=== design 1 ===
Figure 1. Floorplan with the power grid (design 1).
The bar under the picture is 20 um long. Pins as bars on the die edge. Tap cells in grey.
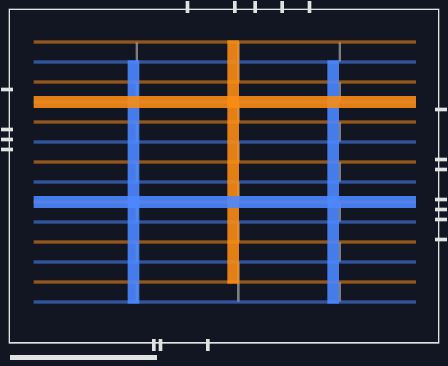

**config.mk**
```make
export PLATFORM = sky130hd
export DESIGN_NAME = barrel_unshifter
export DESIGN_NICKNAME = d
export VERILOG_FILES = /design/src/rtl/barrel_pkg.sv /design/src/rtl/barrel_unshift_step.sv /design/src/rtl/barrel_unshifter.sv
export SDC_FILE = /design/constraint.sdc
export NUM_CORES = 1
export LEC_CHECK = 0
export CORE_ASPECT_RATIO = 0.75
export CORE_MARGIN = 3
export CORE_UTILIZATION = 30
export CTS_CLUSTER_DIAMETER = 80
export DETAILED_ROUTE_END_ITERATION = 12
export GPL_ROUTABILITY_DRIVEN = 0
export SYNTH_ARGS = -nofsm -noshare
export SYNTH_HDL_FRONTEND = slang
export SYNTH_HIERARCHICAL = 1
export SYNTH_SLANG_ARGS = --single-unit
```
**constraint.sdc**
```tcl
create_clock -name clk -period 1.5 [get_ports clk]
set_clock_uncertainty 0.2 [all_clocks]
set_input_delay 0.45 -clock clk [delete_from_list [all_inputs] [get_ports clk]]
set_output_delay 0.45 -clock clk [all_outputs]
set_load 0.05 [all_outputs]
```
**src/rtl/barrel_pkg.sv**
```systemverilog
// Shared types for the barrel-unshifter: forward-op encodings and FSM states.
package barrel_pkg;

  typedef enum logic {
    OP_SHIFT  = 1'b0,
    OP_ROTATE = 1'b1
  } op_e;

  typedef enum logic {
    DIR_RIGHT = 1'b0,
    DIR_LEFT  = 1'b1
  } dir_e;

  typedef enum logic [1:0] {
    ST_IDLE = 2'd0,
    ST_RUN  = 2'd1,
    ST_DONE = 2'd2
  } state_e;

endpackage

```
**src/rtl/barrel_unshift_step.sv**
```systemverilog
// One-position inverse of a forward shift/rotate: undoes a single bit of movement.
module barrel_unshift_step
  import barrel_pkg::*;
#(
  parameter int WIDTH = 4
) (
  input  logic [WIDTH-1:0] data_i,
  input  op_e              op_i,
  input  dir_e             dir_i,
  output logic [WIDTH-1:0] data_o
);

  // NOTE: every output of a combinational block gets a default first so no latch is inferred.
  always_comb begin
    data_o = data_i;
    case ({op_i, dir_i})
      {OP_ROTATE, DIR_RIGHT}: data_o = {data_i[WIDTH-2:0], data_i[WIDTH-1]};
      {OP_ROTATE, DIR_LEFT}:  data_o = {data_i[0], data_i[WIDTH-1:1]};
      {OP_SHIFT,  DIR_RIGHT}: data_o = {data_i[WIDTH-2:0], 1'b0};
      {OP_SHIFT,  DIR_LEFT}:  data_o = {1'b0, data_i[WIDTH-1:1]};
      default:                data_o = data_i;
    endcase
  end

endmodule

```
**src/rtl/barrel_unshifter.sv**
```systemverilog
// Sequential inverse of the 4-bit barrel shifter with valid/ready on both sides.
// Optional BARREL_UNSHIFT_FASTPATH_EN: full inverse computed at accept, IDLE->DONE directly.
module barrel_unshifter
  import barrel_pkg::*;
#(
  parameter int WIDTH   = 4,
  parameter int SHAMT_W = $clog2(WIDTH)
) (
  input  logic               clk,
  input  logic               rst_n,
  input  logic               in_valid,
  output logic               in_ready,
  input  logic               select,
  input  logic               direction,
  input  logic [SHAMT_W-1:0] shift_value,
  input  logic [WIDTH-1:0]   din,
  output logic               out_valid,
  input  logic               out_ready,
  output logic [WIDTH-1:0]   dout,
  output logic               out_lossy
);

  state_e             state_q, state_d;
  logic [WIDTH-1:0]   data_q, data_d;
  logic [SHAMT_W-1:0] count_q, count_d;
  op_e                op_q, op_d;
  dir_e               dir_q, dir_d;
  logic               lossy_q, lossy_d;

  logic               accept;
  logic [WIDTH-1:0]   step_data;
  logic [WIDTH-1:0]   accept_data;

  assign accept = in_valid & in_ready;

  barrel_unshift_step #(.WIDTH(WIDTH)) u_step (
    .data_i (data_q),
    .op_i   (op_q),
    .dir_i  (dir_q),
    .data_o (step_data)
  );

`ifdef BARREL_UNSHIFT_FASTPATH_EN
  localparam int NSTEPS = 2 ** SHAMT_W - 1;
  logic [WIDTH-1:0] chain [NSTEPS+1];

  // Unrolled chain of single steps; stage k holds the word undone by k positions.
  assign chain[0] = din;
  for (genvar k = 0; k < NSTEPS; k++) begin : g_fast
    barrel_unshift_step #(.WIDTH(WIDTH)) u_fstep (
      .data_i (chain[k]),
      .op_i   (op_e'(select)),
      .dir_i  (dir_e'(direction)),
      .data_o (chain[k+1])
    );
  end
  assign accept_data = chain[shift_value];
`else
  assign accept_data = din;
`endif

  // NOTE: sequential state uses non-blocking assignments so all registers update together.
  always_ff @(posedge clk or negedge rst_n) begin
    if (!rst_n) begin
      state_q <= ST_IDLE;
      data_q  <= '0;
      count_q <= '0;
      op_q    <= OP_SHIFT;
      dir_q   <= DIR_RIGHT;
      lossy_q <= 1'b0;
    end else begin
      state_q <= state_d;
      data_q  <= data_d;
      count_q <= count_d;
      op_q    <= op_d;
      dir_q   <= dir_d;
      lossy_q <= lossy_d;
    end
  end

  always_comb begin
    state_d = state_q;
    case (state_q)
      ST_IDLE: begin
        if (accept) begin
`ifdef BARREL_UNSHIFT_FASTPATH_EN
          state_d = ST_DONE;
`else
          state_d = (shift_value == '0) ? ST_DONE : ST_RUN;
`endif
        end
      end
      ST_RUN:  if (count_q == SHAMT_W'(1)) state_d = ST_DONE;
      ST_DONE: if (out_ready) state_d = ST_IDLE;
      default: state_d = ST_IDLE;
    endcase
  end

  always_comb begin
    in_ready  = (state_q == ST_IDLE);
    out_valid = (state_q == ST_DONE);
    dout      = data_q;
    out_lossy = lossy_q;
  end

  always_comb begin
    data_d  = data_q;
    count_d = count_q;
    op_d    = op_q;
    dir_d   = dir_q;
    lossy_d = lossy_q;
    if (accept) begin
      data_d  = accept_data;
      count_d = shift_value;
      op_d    = op_e'(select);
      dir_d   = dir_e'(direction);
      lossy_d = (select == 1'b0) && (shift_value != '0);
    end else if (state_q == ST_RUN) begin
      data_d  = step_data;
      count_d = count_q - SHAMT_W'(1);
    end
  end

endmodule

```
=== design 2 ===
<file path="src/rtl/branch_resolve.sv">
// Branch resolution: in-order queue of fetch predictions, resolved at EX,
// producing predictor updates, mispredict flushes and statistics.
module branch_resolve #(
    parameter int DEPTH = 4,
    parameter int CNT_W = 32
) (
    input  logic             clk,
    input  logic             rst,
    input  logic             pred_valid,
    input  logic             pred_taken,
    input  logic [31:0]      pred_pc,
    input  logic [31:0]      pred_target,
    output logic             pred_ready,
    input  logic             ex_valid,
    input  logic             ex_is_br,
    input  logic             ex_taken,
    input  logic [31:0]      ex_target,
    output logic             update,
    output logic [31:0]      PC_update,
    output logic [31:0]      PC_target,
    output logic             BR,
    output logic             flush,
    output logic [31:0]      redirect_pc,
    output logic [CNT_W-1:0] br_count,
    output logic [CNT_W-1:0] miss_count,
    output logic             queue_empty,
    output logic             err
);
    localparam int PW = $clog2(DEPTH);
    localparam int CW = PW + 1;

    logic          tk_mem [DEPTH];
    logic [31:0]   pc_mem [DEPTH];
    logic [31:0]   tg_mem [DEPTH];

    logic [PW-1:0] wptr_q, wptr_d;
    logic [PW-1:0] rptr_q, rptr_d;
    logic [CW-1:0] cnt_q, cnt_d;

    logic             update_q, update_d;
    logic [31:0]      pcu_q, pcu_d;
    logic [31:0]      pct_q, pct_d;
    logic             br_q, br_d;
    logic             flush_q, flush_d;
    logic [31:0]      redir_q, redir_d;
    logic [CNT_W-1:0] brc_q, brc_d;
    logic [CNT_W-1:0] miss_q, miss_d;
    logic             err_q, err_d;

    logic        full;
    logic        empty;
    logic        head_tk;
    logic [31:0] head_pc;
    logic [31:0] head_tg;
    logic [31:0] head_seq;
    logic [31:0] head_npc;
    logic [31:0] exp_npc;
    logic        pop;
    logic        push;
    logic        mispred;
    logic        err_set;

    assign full        = (cnt_q == CW'(DEPTH));
    assign empty       = (cnt_q == '0);
    assign pred_ready  = ~full;
    assign queue_empty = empty;

    assign head_tk  = tk_mem[rptr_q];
    assign head_pc  = pc_mem[rptr_q];
    assign head_tg  = tg_mem[rptr_q];
    assign head_seq = head_pc + 32'd4;
    assign head_npc = head_tk ? head_tg : head_seq;
    assign exp_npc  = (ex_taken && ex_is_br) ? ex_target : head_seq;

    assign pop     = ex_valid && !empty;
    assign mispred = pop && (head_npc != exp_npc);
    // A full queue still accepts a push when the head leaves the same cycle.
    assign push    = pred_valid && (!full || pop) && !mispred;
    assign err_set = (pred_valid && full && !pop) || (ex_valid && empty);

    always_comb begin
        wptr_d   = wptr_q;
        rptr_d   = rptr_q;
        cnt_d    = cnt_q;
        update_d = 1'b0;
        pcu_d    = pcu_q;
        pct_d    = pct_q;
        br_d     = br_q;
        flush_d  = 1'b0;
        redir_d  = redir_q;
        brc_d    = brc_q;
        miss_d   = miss_q;
        err_d    = err_q | err_set;

        if (mispred) begin
            wptr_d = '0;
            rptr_d = '0;
            cnt_d  = '0;
        end else begin
            rptr_d = rptr_q + PW'(pop);
            wptr_d = wptr_q + PW'(push);
            cnt_d  = cnt_q + CW'(push) - CW'(pop);
        end

        if (pop && (ex_is_br || head_tk)) begin
            update_d = 1'b1;
            pcu_d    = head_pc;
            pct_d    = ex_target;
            br_d     = ex_is_br && ex_taken;
        end

        if (mispred) begin
            flush_d = 1'b1;
            redir_d = exp_npc;
        end

        if (pop && ex_is_br && (brc_q != '1))
            brc_d = brc_q + CNT_W'(1);
        if (mispred && (miss_q != '1))
            miss_d = miss_q + CNT_W'(1);
    end

    always_ff @(posedge clk) begin
        if (push) begin
            tk_mem[wptr_q] <= pred_taken;
            pc_mem[wptr_q] <= pred_pc;
            tg_mem[wptr_q] <= pred_target;
        end
    end

    always_ff @(posedge clk or negedge rst) begin
        if (!rst) begin
            wptr_q   <= '0;
            rptr_q   <= '0;
            cnt_q    <= '0;
            update_q <= 1'b0;
            pcu_q    <= '0;
            pct_q    <= '0;
            br_q     <= 1'b0;
            flush_q  <= 1'b0;
            redir_q  <= '0;
            brc_q    <= '0;
            miss_q   <= '0;
            err_q    <= 1'b0;
        end else begin
            wptr_q   <= wptr_d;
            rptr_q   <= rptr_d;
            cnt_q    <= cnt_d;
            update_q <= update_d;
            pcu_q    <= pcu_d;
            pct_q    <= pct_d;
            br_q     <= br_d;
            flush_q  <= flush_d;
            redir_q  <= redir_d;
            brc_q    <= brc_d;
            miss_q   <= miss_d;
            err_q    <= err_d;
        end
    end

    assign update      = update_q;
    assign PC_update   = pcu_q;
    assign PC_target   = pct_q;
    assign BR          = br_q;
    assign flush       = flush_q;
    assign redirect_pc = redir_q;
    assign br_count    = brc_q;
    assign miss_count  = miss_q;
    assign err         = err_q;

endmodule
</file>
<file path="config.mk">
export PLATFORM = sky130hd
export DESIGN_NAME = branch_resolve
export DESIGN_NICKNAME = d
export VERILOG_FILES = /design/src/rtl/branch_resolve.sv
export SDC_FILE = /design/constraint.sdc
export NUM_CORES = 1
export LEC_CHECK = 0
export CAP_MARGIN = 20
export CORE_ASPECT_RATIO = 1.4
export CORE_UTILIZATION = 56
export DETAILED_ROUTE_END_ITERATION = 6
export GPL_TIMING_DRIVEN = 0
export PLACE_DENSITY = 0.81
export SYNTH_ARGS = -nofsm -noshare
export SYNTH_HDL_FRONTEND = slang
export SYNTH_SLANG_ARGS = --single-unit
</file>
<file path="constraint.sdc">
create_clock -name clk -period 15.1 [get_ports clk]
set_input_delay 3.02 -clock clk [delete_from_list [all_inputs] [get_ports clk]]
set_output_delay 3.02 -clock clk [all_outputs]
set_load 0.05 [all_outputs]
</file>
=== design 3 ===
--- config.mk ---
export PLATFORM = sky130hd
export DESIGN_NAME = traffic_light_cmd_tx
export DESIGN_NICKNAME = d
export VERILOG_FILES = /design/src/rtl/traffic_light_cmd_tx.sv
export SDC_FILE = /design/constraint.sdc
export NUM_CORES = 1
export LEC_CHECK = 0
export CAP_MARGIN = 20
export CORE_MARGIN = 2
export CORE_UTILIZATION = 43
export DETAILED_ROUTE_END_ITERATION = 10
export PLACE_DENSITY = 0.59
export SETUP_SLACK_MARGIN = 0.05
export SLEW_MARGIN = 25
export SYNTH_ARGS = -nofsm -noshare
export SYNTH_HDL_FRONTEND = slang
export SYNTH_SLANG_ARGS = --single-unit
export TNS_END_PERCENT = 1
--- constraint.sdc ---
create_clock -name clk -period 6.8 [get_ports clk]
set_input_delay 1.02 -clock clk [delete_from_list [all_inputs] [get_ports clk]]
set_output_delay 1.02 -clock clk [all_outputs]
set_load 0.05 [all_outputs]
--- src/rtl/traffic_light_cmd_tx.sv ---
// -----------------------------------------------------------------------------
// traffic_light_cmd_tx
//
// Host-side UART command transmitter for the traffic light override channel.
// 2-bit override requests arrive over a valid/ready handshake and are queued
// in a small FIFO. Each queued request is serialized as one ASCII character
// on the tx line: 00='G', 01='Y', 10='R', 11='X'. Frames are 8N1 by default.
// Frames follow each other with no idle gap while the FIFO holds entries.
//
// Build option:
//   TL_CMD_PARITY_EN - when defined, an even parity bit is sent after the data
//                      bits, making the frame 8E1 (11 bit times). The port list
//                      is the same in both builds.
//
// Parameters:
//   CLKS_PER_BIT - clk cycles per UART bit (>= 2)
//   FIFO_DEPTH   - command FIFO entries (power of two, >= 2)
//
// Ports:
//   clk        - system clock
//   rst_n      - asynchronous active-low reset
//   cmd_valid  - command request present
//   cmd_code   - 2-bit override code
//   cmd_ready  - FIFO can accept a command (combinational, not full)
//   tx         - serial output, idle high, registered
//   busy       - high while a frame is on the line, registered
//   fifo_count - current FIFO occupancy
// -----------------------------------------------------------------------------
module traffic_light_cmd_tx #(
    parameter int CLKS_PER_BIT = 104,
    parameter int FIFO_DEPTH   = 4
) (
    input  logic                          clk,
    input  logic                          rst_n,
    input  logic                          cmd_valid,
    input  logic [1:0]                    cmd_code,
    output logic                          cmd_ready,
    output logic                          tx,
    output logic                          busy,
    output logic [$clog2(FIFO_DEPTH):0]   fifo_count
);

    localparam int AW = $clog2(FIFO_DEPTH);
    localparam int BW = $clog2(CLKS_PER_BIT);
    localparam logic [BW-1:0] BAUD_LAST  = BW'(CLKS_PER_BIT - 1);
    localparam logic [BW-1:0] BAUD_ZERO  = BW'(0);
    localparam logic [BW-1:0] BAUD_ONE   = BW'(1);
    localparam logic [AW:0]   COUNT_FULL = (AW + 1)'(FIFO_DEPTH);
    localparam logic [AW:0]   COUNT_ZERO = (AW + 1)'(0);
    localparam logic [AW:0]   COUNT_ONE  = (AW + 1)'(1);
    localparam logic [AW-1:0] PTR_ONE    = AW'(1);

`ifdef TL_CMD_PARITY_EN
    typedef enum logic [2:0] {
        ST_IDLE   = 3'd0,
        ST_START  = 3'd1,
        ST_DATA   = 3'd2,
        ST_PARITY = 3'd3,
        ST_STOP   = 3'd4
    } state_t;
`else
    typedef enum logic [2:0] {
        ST_IDLE   = 3'd0,
        ST_START  = 3'd1,
        ST_DATA   = 3'd2,
        ST_STOP   = 3'd4
    } state_t;
`endif

    // Maps an override code to the ASCII character sent on the line.
    function automatic logic [7:0] encode_cmd(input logic [1:0] code);
        logic [7:0] ch;
        case (code)
            2'b00:   ch = 8'h47;
            2'b01:   ch = 8'h59;
            2'b10:   ch = 8'h52;
            2'b11:   ch = 8'h58;
            default: ch = 8'h58;
        endcase
        return ch;
    endfunction

    // Even parity over a data byte (XOR of all bits).
    function automatic logic even_parity(input logic [7:0] data);
        return ^data;
    endfunction

    state_t          state_r;
    state_t          next_state_s;
    logic [1:0]      fifo_mem_r [FIFO_DEPTH];
    logic [AW-1:0]   wr_ptr_r;
    logic [AW-1:0]   rd_ptr_r;
    logic [AW:0]     count_r;
    logic [BW-1:0]   baud_cnt_r;
    logic [2:0]      bit_cnt_r;
    logic [7:0]      shift_r;
    logic            tx_r;
    logic            busy_r;
    logic            push_s;
    logic            pop_s;
    logic            baud_end_s;
    logic            fifo_empty_s;
    logic [7:0]      head_byte_s;
`ifdef TL_CMD_PARITY_EN
    logic            parity_r;
`endif

    assign cmd_ready    = (count_r != COUNT_FULL);
    assign push_s       = cmd_valid && cmd_ready;
    assign fifo_empty_s = (count_r == COUNT_ZERO);
    assign baud_end_s   = (baud_cnt_r == BAUD_LAST);
    assign head_byte_s  = encode_cmd(fifo_mem_r[rd_ptr_r]);
    assign tx           = tx_r;
    assign busy         = busy_r;
    assign fifo_count   = count_r;

    // FSM state register.
    always_ff @(posedge clk or negedge rst_n) begin
        if (!rst_n) begin
            state_r <= ST_IDLE;
        end else begin
            state_r <= next_state_s;
        end
    end

    // FSM next-state and pop decision; a pop happens only when leaving IDLE
    // or at the last STOP cycle, so back-to-back frames need no idle gap.
    always_comb begin
        next_state_s = state_r;
        pop_s        = 1'b0;
        case (state_r)
            ST_IDLE: begin
                if (!fifo_empty_s) begin
                    pop_s        = 1'b1;
                    next_state_s = ST_START;
                end else begin
                    next_state_s = ST_IDLE;
                end
            end
            ST_START: begin
                if (baud_end_s) begin
                    next_state_s = ST_DATA;
                end else begin
                    next_state_s = ST_START;
                end
            end
            ST_DATA: begin
                if (baud_end_s && (bit_cnt_r == 3'd7)) begin
`ifdef TL_CMD_PARITY_EN
                    next_state_s = ST_PARITY;
`else
                    next_state_s = ST_STOP;
`endif
                end else begin
                    next_state_s = ST_DATA;
                end
            end
`ifdef TL_CMD_PARITY_EN
            ST_PARITY: begin
                if (baud_end_s) begin
                    next_state_s = ST_STOP;
                end else begin
                    next_state_s = ST_PARITY;
                end
            end
`endif
            ST_STOP: begin
                if (baud_end_s && !fifo_empty_s) begin
                    pop_s        = 1'b1;
                    next_state_s = ST_START;
                end else if (baud_end_s) begin
                    next_state_s = ST_IDLE;
                end else begin
                    next_state_s = ST_STOP;
                end
            end
            default: begin
                next_state_s = ST_IDLE;
            end
        endcase
    end

    // Command FIFO: push gated only by full (checked before the pop), so a
    // simultaneous push and pop leaves the occupancy unchanged.
    always_ff @(posedge clk or negedge rst_n) begin
        if (!rst_n) begin
            for (int i = 0; i < FIFO_DEPTH; i++) begin
                fifo_mem_r[i] <= 2'b00;
            end
            wr_ptr_r <= '0;
            rd_ptr_r <= '0;
            count_r  <= COUNT_ZERO;
        end else begin
            if (push_s) begin
                fifo_mem_r[wr_ptr_r] <= cmd_code;
                wr_ptr_r             <= wr_ptr_r + PTR_ONE;
            end
            if (pop_s) begin
                rd_ptr_r <= rd_ptr_r + PTR_ONE;
            end
            case ({push_s, pop_s})
                2'b10:   count_r <= count_r + COUNT_ONE;
                2'b01:   count_r <= count_r - COUNT_ONE;
                default: count_r <= count_r;
            endcase
        end
    end

    // Serializer datapath: baud/bit counters, shift register and line driver.
    // tx is registered, so each bit value is launched on the edge that enters
    // its bit period.
    always_ff @(posedge clk or negedge rst_n) begin
        if (!rst_n) begin
            tx_r       <= 1'b1;
            busy_r     <= 1'b0;
            baud_cnt_r <= BAUD_ZERO;
            bit_cnt_r  <= 3'd0;
            shift_r    <= 8'h00;
`ifdef TL_CMD_PARITY_EN
            parity_r   <= 1'b0;
`endif
        end else if (pop_s) begin
            shift_r    <= head_byte_s;
`ifdef TL_CMD_PARITY_EN
            parity_r   <= even_parity(head_byte_s);
`endif
            tx_r       <= 1'b0;
            busy_r     <= 1'b1;
            baud_cnt_r <= BAUD_ZERO;
            bit_cnt_r  <= 3'd0;
        end else begin
            case (state_r)
                ST_IDLE: begin
                    tx_r       <= 1'b1;
                    busy_r     <= 1'b0;
                    baud_cnt_r <= BAUD_ZERO;
                end
                ST_START: begin
                    if (baud_end_s) begin
                        baud_cnt_r <= BAUD_ZERO;
                        bit_cnt_r  <= 3'd0;
                        tx_r       <= shift_r[0];
                    end else begin
                        baud_cnt_r <= baud_cnt_r + BAUD_ONE;
                    end
                end
                ST_DATA: begin
                    if (baud_end_s && (bit_cnt_r == 3'd7)) begin
                        baud_cnt_r <= BAUD_ZERO;
`ifdef TL_CMD_PARITY_EN
                        tx_r       <= parity_r;
`else
                        tx_r       <= 1'b1;
`endif
                    end else if (baud_end_s) begin
                        baud_cnt_r <= BAUD_ZERO;
                        bit_cnt_r  <= bit_cnt_r + 3'd1;
                        shift_r    <= {1'b0, shift_r[7:1]};
                        tx_r       <= shift_r[1];
                    end else begin
                        baud_cnt_r <= baud_cnt_r + BAUD_ONE;
                    end
                end
`ifdef TL_CMD_PARITY_EN
                ST_PARITY: begin
                    if (baud_end_s) begin
                        baud_cnt_r <= BAUD_ZERO;
                        tx_r       <= 1'b1;
                    end else begin
                        baud_cnt_r <= baud_cnt_r + BAUD_ONE;
                    end
                end
`endif
                ST_STOP: begin
                    // The pop case is handled above; here the line goes idle.
                    if (baud_end_s) begin
                        baud_cnt_r <= BAUD_ZERO;
                        busy_r     <= 1'b0;
                    end else begin
                        baud_cnt_r <= baud_cnt_r + BAUD_ONE;
                    end
                end
                default: begin
                    tx_r       <= 1'b1;
                    busy_r     <= 1'b0;
                    baud_cnt_r <= BAUD_ZERO;
                    bit_cnt_r  <= 3'd0;
                end
            endcase
        end
    end

endmodule

=== design 4 ===
**src/rtl/stepper_motion_sequencer.sv**
```systemverilog
// Single-axis stepper move sequencer. Accepts a step-count/direction command,
// emits step pulses on a trapezoidal (or triangular) period profile with one
// period update per step, pulses done on completion, and aborts on estop.
module stepper_motion_sequencer #(
  parameter int STEP_W     = 32,
  parameter int PER_W      = 16,
  parameter int MAX_PERIOD = 100,
  parameter int MIN_PERIOD = 40,
  parameter int ACCEL_DEC  = 20,
  parameter int PULSE_W    = 10
) (
  input  logic              clk,
  input  logic              reset,
  input  logic              cmd_valid,
  output logic              cmd_ready,
  input  logic [STEP_W-1:0] cmd_steps,
  input  logic              cmd_dir,
  input  logic              estop,
  output logic              step_out,
  output logic              dir_out,
  output logic              busy,
  output logic              done,
  output logic              fault,
  output logic [STEP_W-1:0] steps_done
);

  localparam logic [PER_W-1:0]  MAX_P    = PER_W'(MAX_PERIOD);
  localparam logic [PER_W-1:0]  MIN_P    = PER_W'(MIN_PERIOD);
  localparam logic [PER_W-1:0]  DEC_P    = PER_W'(ACCEL_DEC);
  localparam logic [PER_W-1:0]  PULSE_P  = PER_W'(PULSE_W);
  localparam logic [PER_W-1:0]  PER_ONE  = PER_W'(1);
  localparam logic [STEP_W-1:0] STEP_ONE = STEP_W'(1);

  typedef enum logic [2:0] {
    S_IDLE,
    S_ACCEL,
    S_CRUISE,
    S_DECEL,
    S_DONE
  } state_e;

  state_e            state_q, state_d;
  logic [PER_W-1:0]  period_q, period_d;
  logic [PER_W-1:0]  cyc_q, cyc_d;
  logic [PER_W-1:0]  ramp_q, ramp_d;
  logic [STEP_W-1:0] n_q, n_d;
  logic [STEP_W-1:0] steps_q, steps_d;
  logic              dir_q, dir_d;
  logic              fault_q, fault_d;
  logic              step_q, step_d;
  logic              busy_q, busy_d;
  logic              done_q, done_d;

  logic [STEP_W-1:0] steps_inc;
  logic [STEP_W-1:0] remaining;
  logic [PER_W-1:0]  ramp_inc;
  logic [PER_W-1:0]  rem_short;
  logic [PER_W-1:0]  decel_start;
  logic [PER_W-1:0]  period_up;
  logic [PER_W-1:0]  period_dn;
  logic              step_end;
  logic              moving_d;

  assign cmd_ready = (state_q == S_IDLE) && !estop;

  // Step-boundary arithmetic: steps left after the current step and candidate periods.
  always_comb begin
    steps_inc   = steps_q + STEP_ONE;
    remaining   = n_q - steps_inc;
    ramp_inc    = ramp_q + PER_ONE;
    // The decel entry point is only taken when remaining <= ramp count, which
    // is small, so the truncated copy is exact whenever it is used.
    rem_short   = PER_W'(remaining);
    decel_start = MAX_P - (rem_short - PER_ONE) * DEC_P;
    period_up   = period_q + DEC_P;
    period_dn   = period_q - DEC_P;
    step_end    = (cyc_q == period_q - PER_ONE);
  end

  // Next-state and next-output logic for the move sequencer.
  always_comb begin
    // NOTE: every _d gets a hold default first so no path leaves it unassigned,
    // which would otherwise infer a latch.
    state_d  = state_q;
    period_d = period_q;
    cyc_d    = cyc_q;
    ramp_d   = ramp_q;
    n_d      = n_q;
    steps_d  = steps_q;
    dir_d    = dir_q;
    fault_d  = fault_q;

    if (estop) begin
      // Abort: stop pulsing immediately, keep progress and direction frozen.
      state_d = S_IDLE;
      cyc_d   = '0;
      if (state_q != S_IDLE) fault_d = 1'b1;
    end else begin
      case (state_q)
        S_IDLE: begin
          if (cmd_valid) begin
            n_d      = cmd_steps;
            dir_d    = cmd_dir;
            steps_d  = '0;
            fault_d  = 1'b0;
            period_d = MAX_P;
            ramp_d   = '0;
            cyc_d    = '0;
            state_d  = (cmd_steps == '0) ? S_DONE : S_ACCEL;
          end
        end

        S_ACCEL, S_CRUISE, S_DECEL: begin
          if (step_end) begin
            steps_d = steps_inc;
            cyc_d   = '0;
            if (remaining == '0) begin
              state_d = S_DONE;
            end else begin
              case (state_q)
                S_ACCEL: begin
                  ramp_d = ramp_inc;
                  if (remaining <= STEP_W'(ramp_inc)) begin
                    state_d  = S_DECEL;
                    period_d = decel_start;
                  end else begin
                    period_d = period_dn;
                    if (period_dn == MIN_P) state_d = S_CRUISE;
                  end
                end
                S_CRUISE: begin
                  if (remaining <= STEP_W'(ramp_q)) begin
                    state_d  = S_DECEL;
                    period_d = period_up;
                  end
                end
                default: begin
                  period_d = (period_up > MAX_P) ? MAX_P : period_up;
                end
              endcase
            end
          end else begin
            cyc_d = cyc_q + PER_ONE;
          end
        end

        S_DONE:  state_d = S_IDLE;
        default: state_d = S_IDLE;
      endcase
    end
  end

  // Outputs are registered from the next state so they line up with it.
  always_comb begin
    moving_d = (state_d == S_ACCEL) || (state_d == S_CRUISE) || (state_d == S_DECEL);
    step_d   = moving_d && (cyc_d < PULSE_P);
    busy_d   = moving_d;
    done_d   = (state_d == S_DONE);
  end

  // State and output registers with synchronous reset.
  always_ff @(posedge clk) begin
    // NOTE: sequential state uses non-blocking assignments so every flop
    // samples its _d value from before this edge.
    if (reset) begin
      state_q  <= S_IDLE;
      period_q <= MAX_P;
      cyc_q    <= '0;
      ramp_q   <= '0;
      n_q      <= '0;
      steps_q  <= '0;
      dir_q    <= 1'b0;
      fault_q  <= 1'b0;
      step_q   <= 1'b0;
      busy_q   <= 1'b0;
      done_q   <= 1'b0;
    end else begin
      state_q  <= state_d;
      period_q <= period_d;
      cyc_q    <= cyc_d;
      ramp_q   <= ramp_d;
      n_q      <= n_d;
      steps_q  <= steps_d;
      dir_q    <= dir_d;
      fault_q  <= fault_d;
      step_q   <= step_d;
      busy_q   <= busy_d;
      done_q   <= done_d;
    end
  end

  assign step_out   = step_q;
  assign dir_out    = dir_q;
  assign busy       = busy_q;
  assign done       = done_q;
  assign fault      = fault_q;
  assign steps_done = steps_q;

endmodule

```
**config.mk**
```make
export PLATFORM = sky130hd
export DESIGN_NAME = stepper_motion_sequencer
export DESIGN_NICKNAME = d
export VERILOG_FILES = /design/src/rtl/stepper_motion_sequencer.sv
export SDC_FILE = /design/constraint.sdc
export NUM_CORES = 1
export LEC_CHECK = 0
export CAP_MARGIN = 0
export CORE_ASPECT_RATIO = 1.2
export CORE_MARGIN = 3
export CORE_UTILIZATION = 62
export CTS_BUF_LIST = sky130_fd_sc_hd__clkbuf_16
export CTS_CLUSTER_SIZE = 25
export DETAILED_ROUTE_END_ITERATION = 16
export HOLD_SLACK_MARGIN = 0.15
export PLACE_DENSITY = 0.83
export SYNTH_ARGS = -nofsm -noshare
export SYNTH_HDL_FRONTEND = slang
export SYNTH_SLANG_ARGS = --single-unit
```
**constraint.sdc**
```tcl
create_clock -name clk -period 10.06 [get_ports clk]
set_input_delay 1.006 -clock clk [delete_from_list [all_inputs] [get_ports clk]]
set_output_delay 1.006 -clock clk [all_outputs]
set_load 0.05 [all_outputs]
```
Figure 2. Cell placement (design 1).
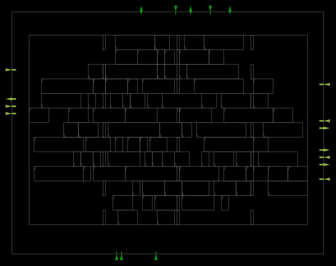
Filler Cell Count: 143
Seq Cell Count: 11

About Figure 1:
- VDD: orange
- VSS: blue
- met5 straps: 2
- met1 rails: 14
- tap cells: 22
- rows: 13
- met4 straps: 3

==> reports/notes.md, design 1 <==
The flow ran to the end, but the final reports show violations. The checks that failed: setup timing. The logs give 915.9 um^2 for the area after detailed placement and 6 for the number of setup violations in the final report.

The final worst-path setup slack is -0.1894 ns, and the clock tree cell share of total cell area is 0.02431. Per STA, the highest per-stage delay on the worst path measures 0.40 ns. The floorplan die height is 45.15 um, and the area fraction in mux cells is 0.1204.

The run gives 1.000 for the async set-or-reset flop fraction in the synthesized netlist. The number of buffers added on ports was 18. Entering global routing, the biggest net connects 13 pins. The net switching power in the latest report is 1.104 mW.

Based on the critical path, the design can be clocked at up to 591.9 MHz. The worst setup path is of the register to output pin kind. The synthesis-stage register bit count works out to 11. The detailed router reports a met2 wire length of 810 um. The sequential share of cell area is 0.2604, and the highest fanout seen on the critical path is 3.

The tools report the nature of the critical path startpoint as a register.
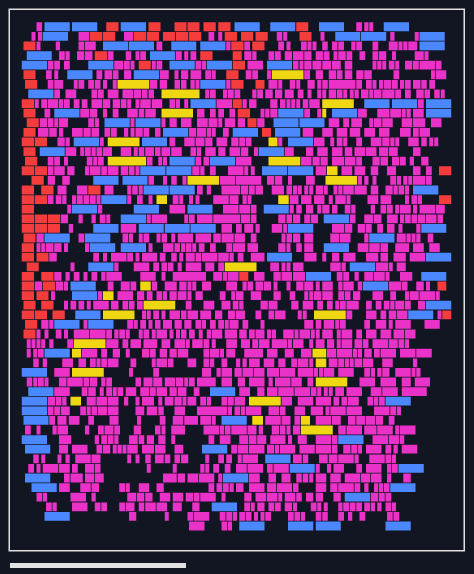
Figure 3: design 4, cell classes on the final placement.
The bar under the picture is 50 um long.
- clock drivers and dummy loads: yellow (cells 32)
- remaining logic cells: magenta (cells 1,352)
- remaining buffers and delay cells: red (cells 81)
- registers: blue (cells 118)

==> reports/notes.md, design 4 <==
The synthesized design contains 0 enable-type register cells. The CTS report gives the tree buffer count as 17. The highest clock frequency the design can meet was 134.2 MHz; the post-route fraction of the period consumed by the critical path was 0.7406.

The met2 track demand over resource is 0.6032, and the number of warnings issued by yosys is 0. The layout-stage area growth over the synthesis result is 11.95%, and the final weighted congestion in routability-driven placement is 0.9521. The power report puts the leakage power at 4.782 nW. Per the detailed-route log, wirelength across all metal layers totals 33,740 um. Per the post-synthesis stats, the area per cell is 7.188 um^2. The count of inserted tapcells is 220.

The fraction of the mapped netlist area in simple logic gates came out at 0.2907. The worst-case clock skew was 0.01530 ns; the met3 track demand over resource was 0.04649. Looking at the setup timing report, the critical path kind is register to register. CTS reports a maximum clock tree buffer depth of 2.

The post-CTS hold buffer count recorded in the log is 0. The final layout reports a setup TNS of 0 ns. The root cell of the clock tree was clkbuf_16.

The flow ran to the end, and the final reports show no timing, DRC or antenna violations. The run gives 2 for the worst hold path cell count. For the combined global-route utilization of all metal layers, the log shows 0.3419.
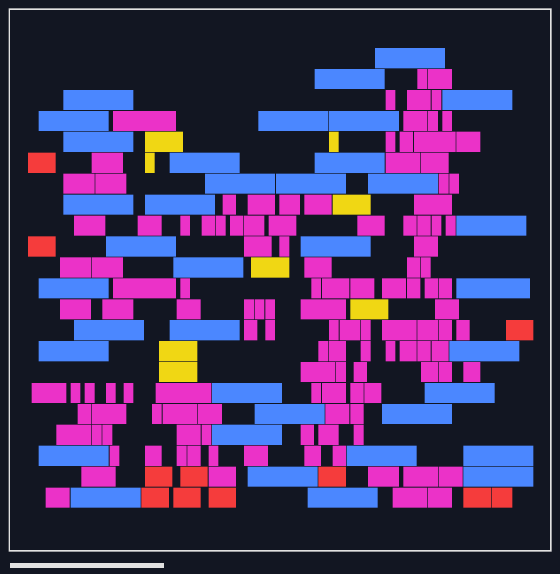
Figure 4: design 3, cell classes on the final placement.
The bar under the picture is 20 um long.
- clock drivers and dummy loads: yellow (cells 8)
- remaining buffers and delay cells: red (cells 11)
- registers: blue (cells 37)
- remaining logic cells: magenta (cells 126)

==> reports/notes.md, design 3 <==
For the highest clock frequency the design can meet, the log shows 353.9 MHz. The synthesized-area fraction occupied by xor and xnor cells is 0.05116. The logic share of the area is 0.4223, and the count of nets left with antenna violations after detail routing is 0.

The total overflow left after global routing is 0. The start point of the critical path was baud_cnt_r[0]$_DFF_PN0_. The number of nets at floorplan was 182.

For the setup TNS, the log shows 0 ns. The run finished with clean final reports. The layout has 9 inverters outside the clock class.

The run gives 0 as the number of max-capacitance violations reported. The sequential fraction of the synthesis area is 0.4924, and the met3 wirelength from detailed routing is 97 um. The dominant logic cell type in the layout is dfrtp_1.

Per the detail_route report, vias per standard cell equal 5.312. Area fraction in full adders, half adders and majority gates: 0.06379. The synthesis log from Yosys contains 0 warnings.

Looking at the clock tree report, the root buffer type is clkbuf_8.
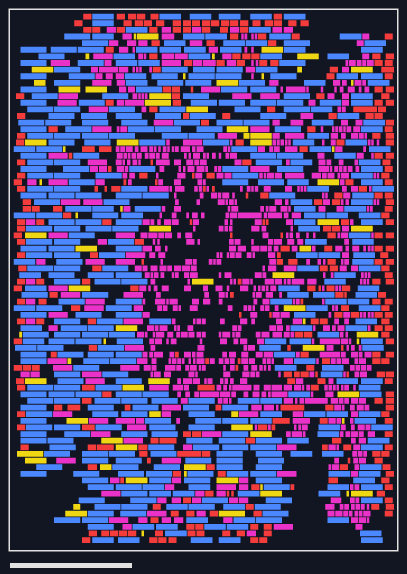
Figure 5: design 2, cell classes on the final placement.
The bar under the picture is 50 um long.
- clock drivers and dummy loads: yellow (cells 76)
- remaining logic cells: magenta (cells 842)
- remaining buffers and delay cells: red (cells 347)
- registers: blue (cells 431)

==> reports/notes.md, design 2 <==
Yosys mapped a number of flops with a built-in enable equal to 260. According to the cell report, the number of logic gates is 830. The flow ran to the end, and the final reports show no timing, DRC or antenna violations. The number of gates resized after cts was 0. For the violation count after the first detailed-route iteration, the log shows 1,226. The tools report the start point of the critical path as ex_is_br. Per the cell usage report, the commonest logic cells after layout are clkdlybuf4s50_1 (267), edfxtp_1 (260), dfrtp_1 (171).

For the sequential fraction of the synthesis area, the log shows 0.6261. Tally of filler cells in the layout: 2,228. The dominant power group in this design is combinational cells.

The starting density of the core came out at 0.5673. Registers take 12,090 um^2. The total vias in the final route came out at 12,850. With the non-clock buffer area fraction after layout at 0.1387, the number of buffers added on ports is 268. Setup total negative slack on the finished layout was measured at 0 ns.

With the clock sink total at 431, the logic share of the area is 0.2813. Leaving out filler cells and counting taps, the final layout contains 2,149. The tools report the met3 wirelength from detailed routing as 3215 um. Cell with the most instances after synthesis: edfxtp_1. The launch point of the worst register-to-register path is recorded as rptr_q[0]$_DFF_PN0_.

==> layout pictures side by side <==
Floorplan with the power grid.
panel A
The bar under the picture is 50 um long. Pins as bars on the die edge. Tap cells in grey.
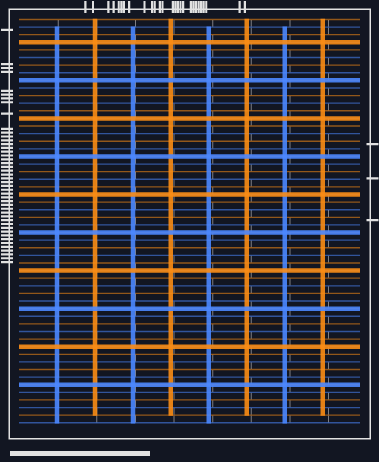
panel B
The bar under the picture is 20 um long. Pins as bars on the die edge. Tap cells in grey.
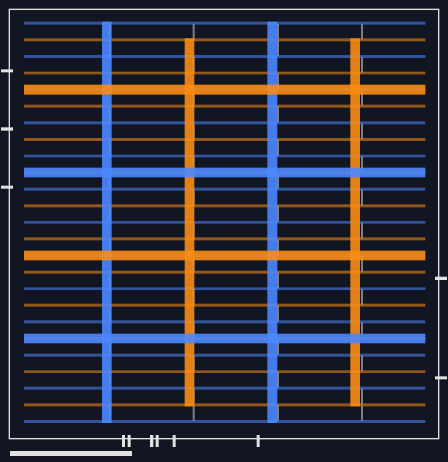
panel C
The bar under the picture is 50 um long. Pins as bars on the die edge. Tap cells in grey.
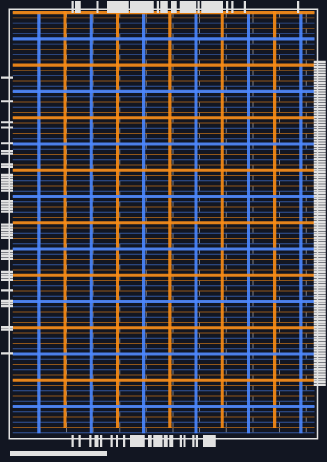
Of these, largest die: panel C
Of these, smallest die: panel B
- panel C = design 2
- panel A = design 4
- panel B = design 3

Key to panel C:
- VDD: orange
- VSS: blue
- tap cells: 451
- signal pins: 269



==> screenshots <==
Clock network drawn from the DEF.
(a)
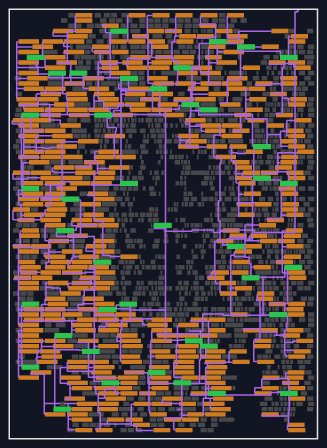
(b)
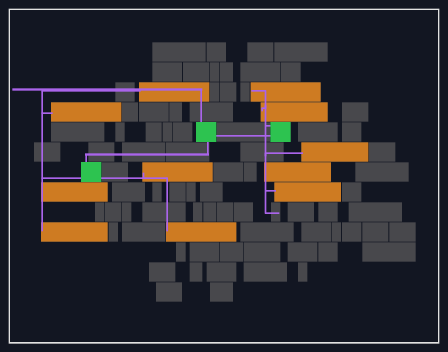
(c)
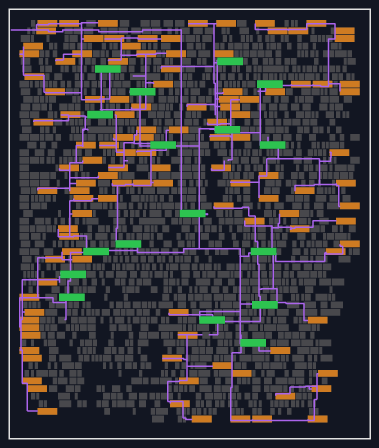
(d)
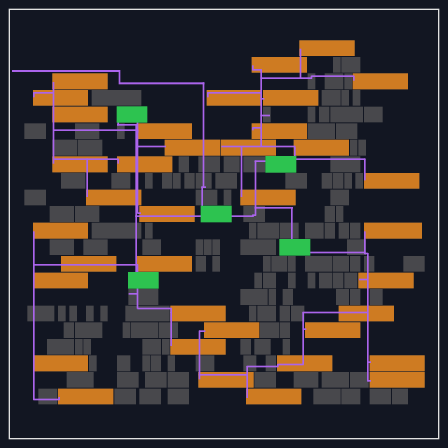
(d) comes from design 3.
(b) comes from design 1.
(a) comes from design 2.
(c) comes from design 4.
Of these, most sequential cells: (a)
Of these, fewest sequential cells: (b)


## Gallery

Cell placement.
picture 1
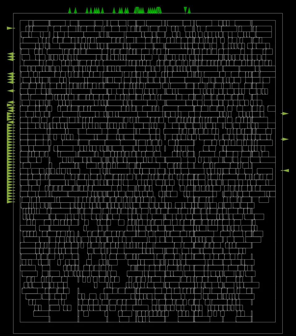
picture 2
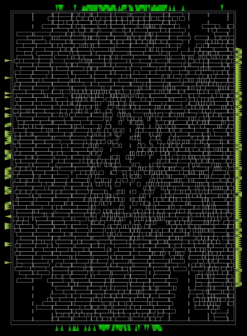
picture 3
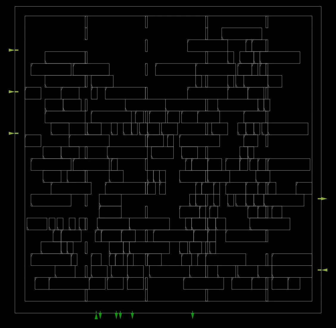
The one with the most sequential cells is picture 2.
The one with the lowest utilization is picture 3.
For design 3, see picture 3.
For design 4, see picture 1.
For design 2, see picture 2.

Power is estimated from default activity; no workload was simulated.
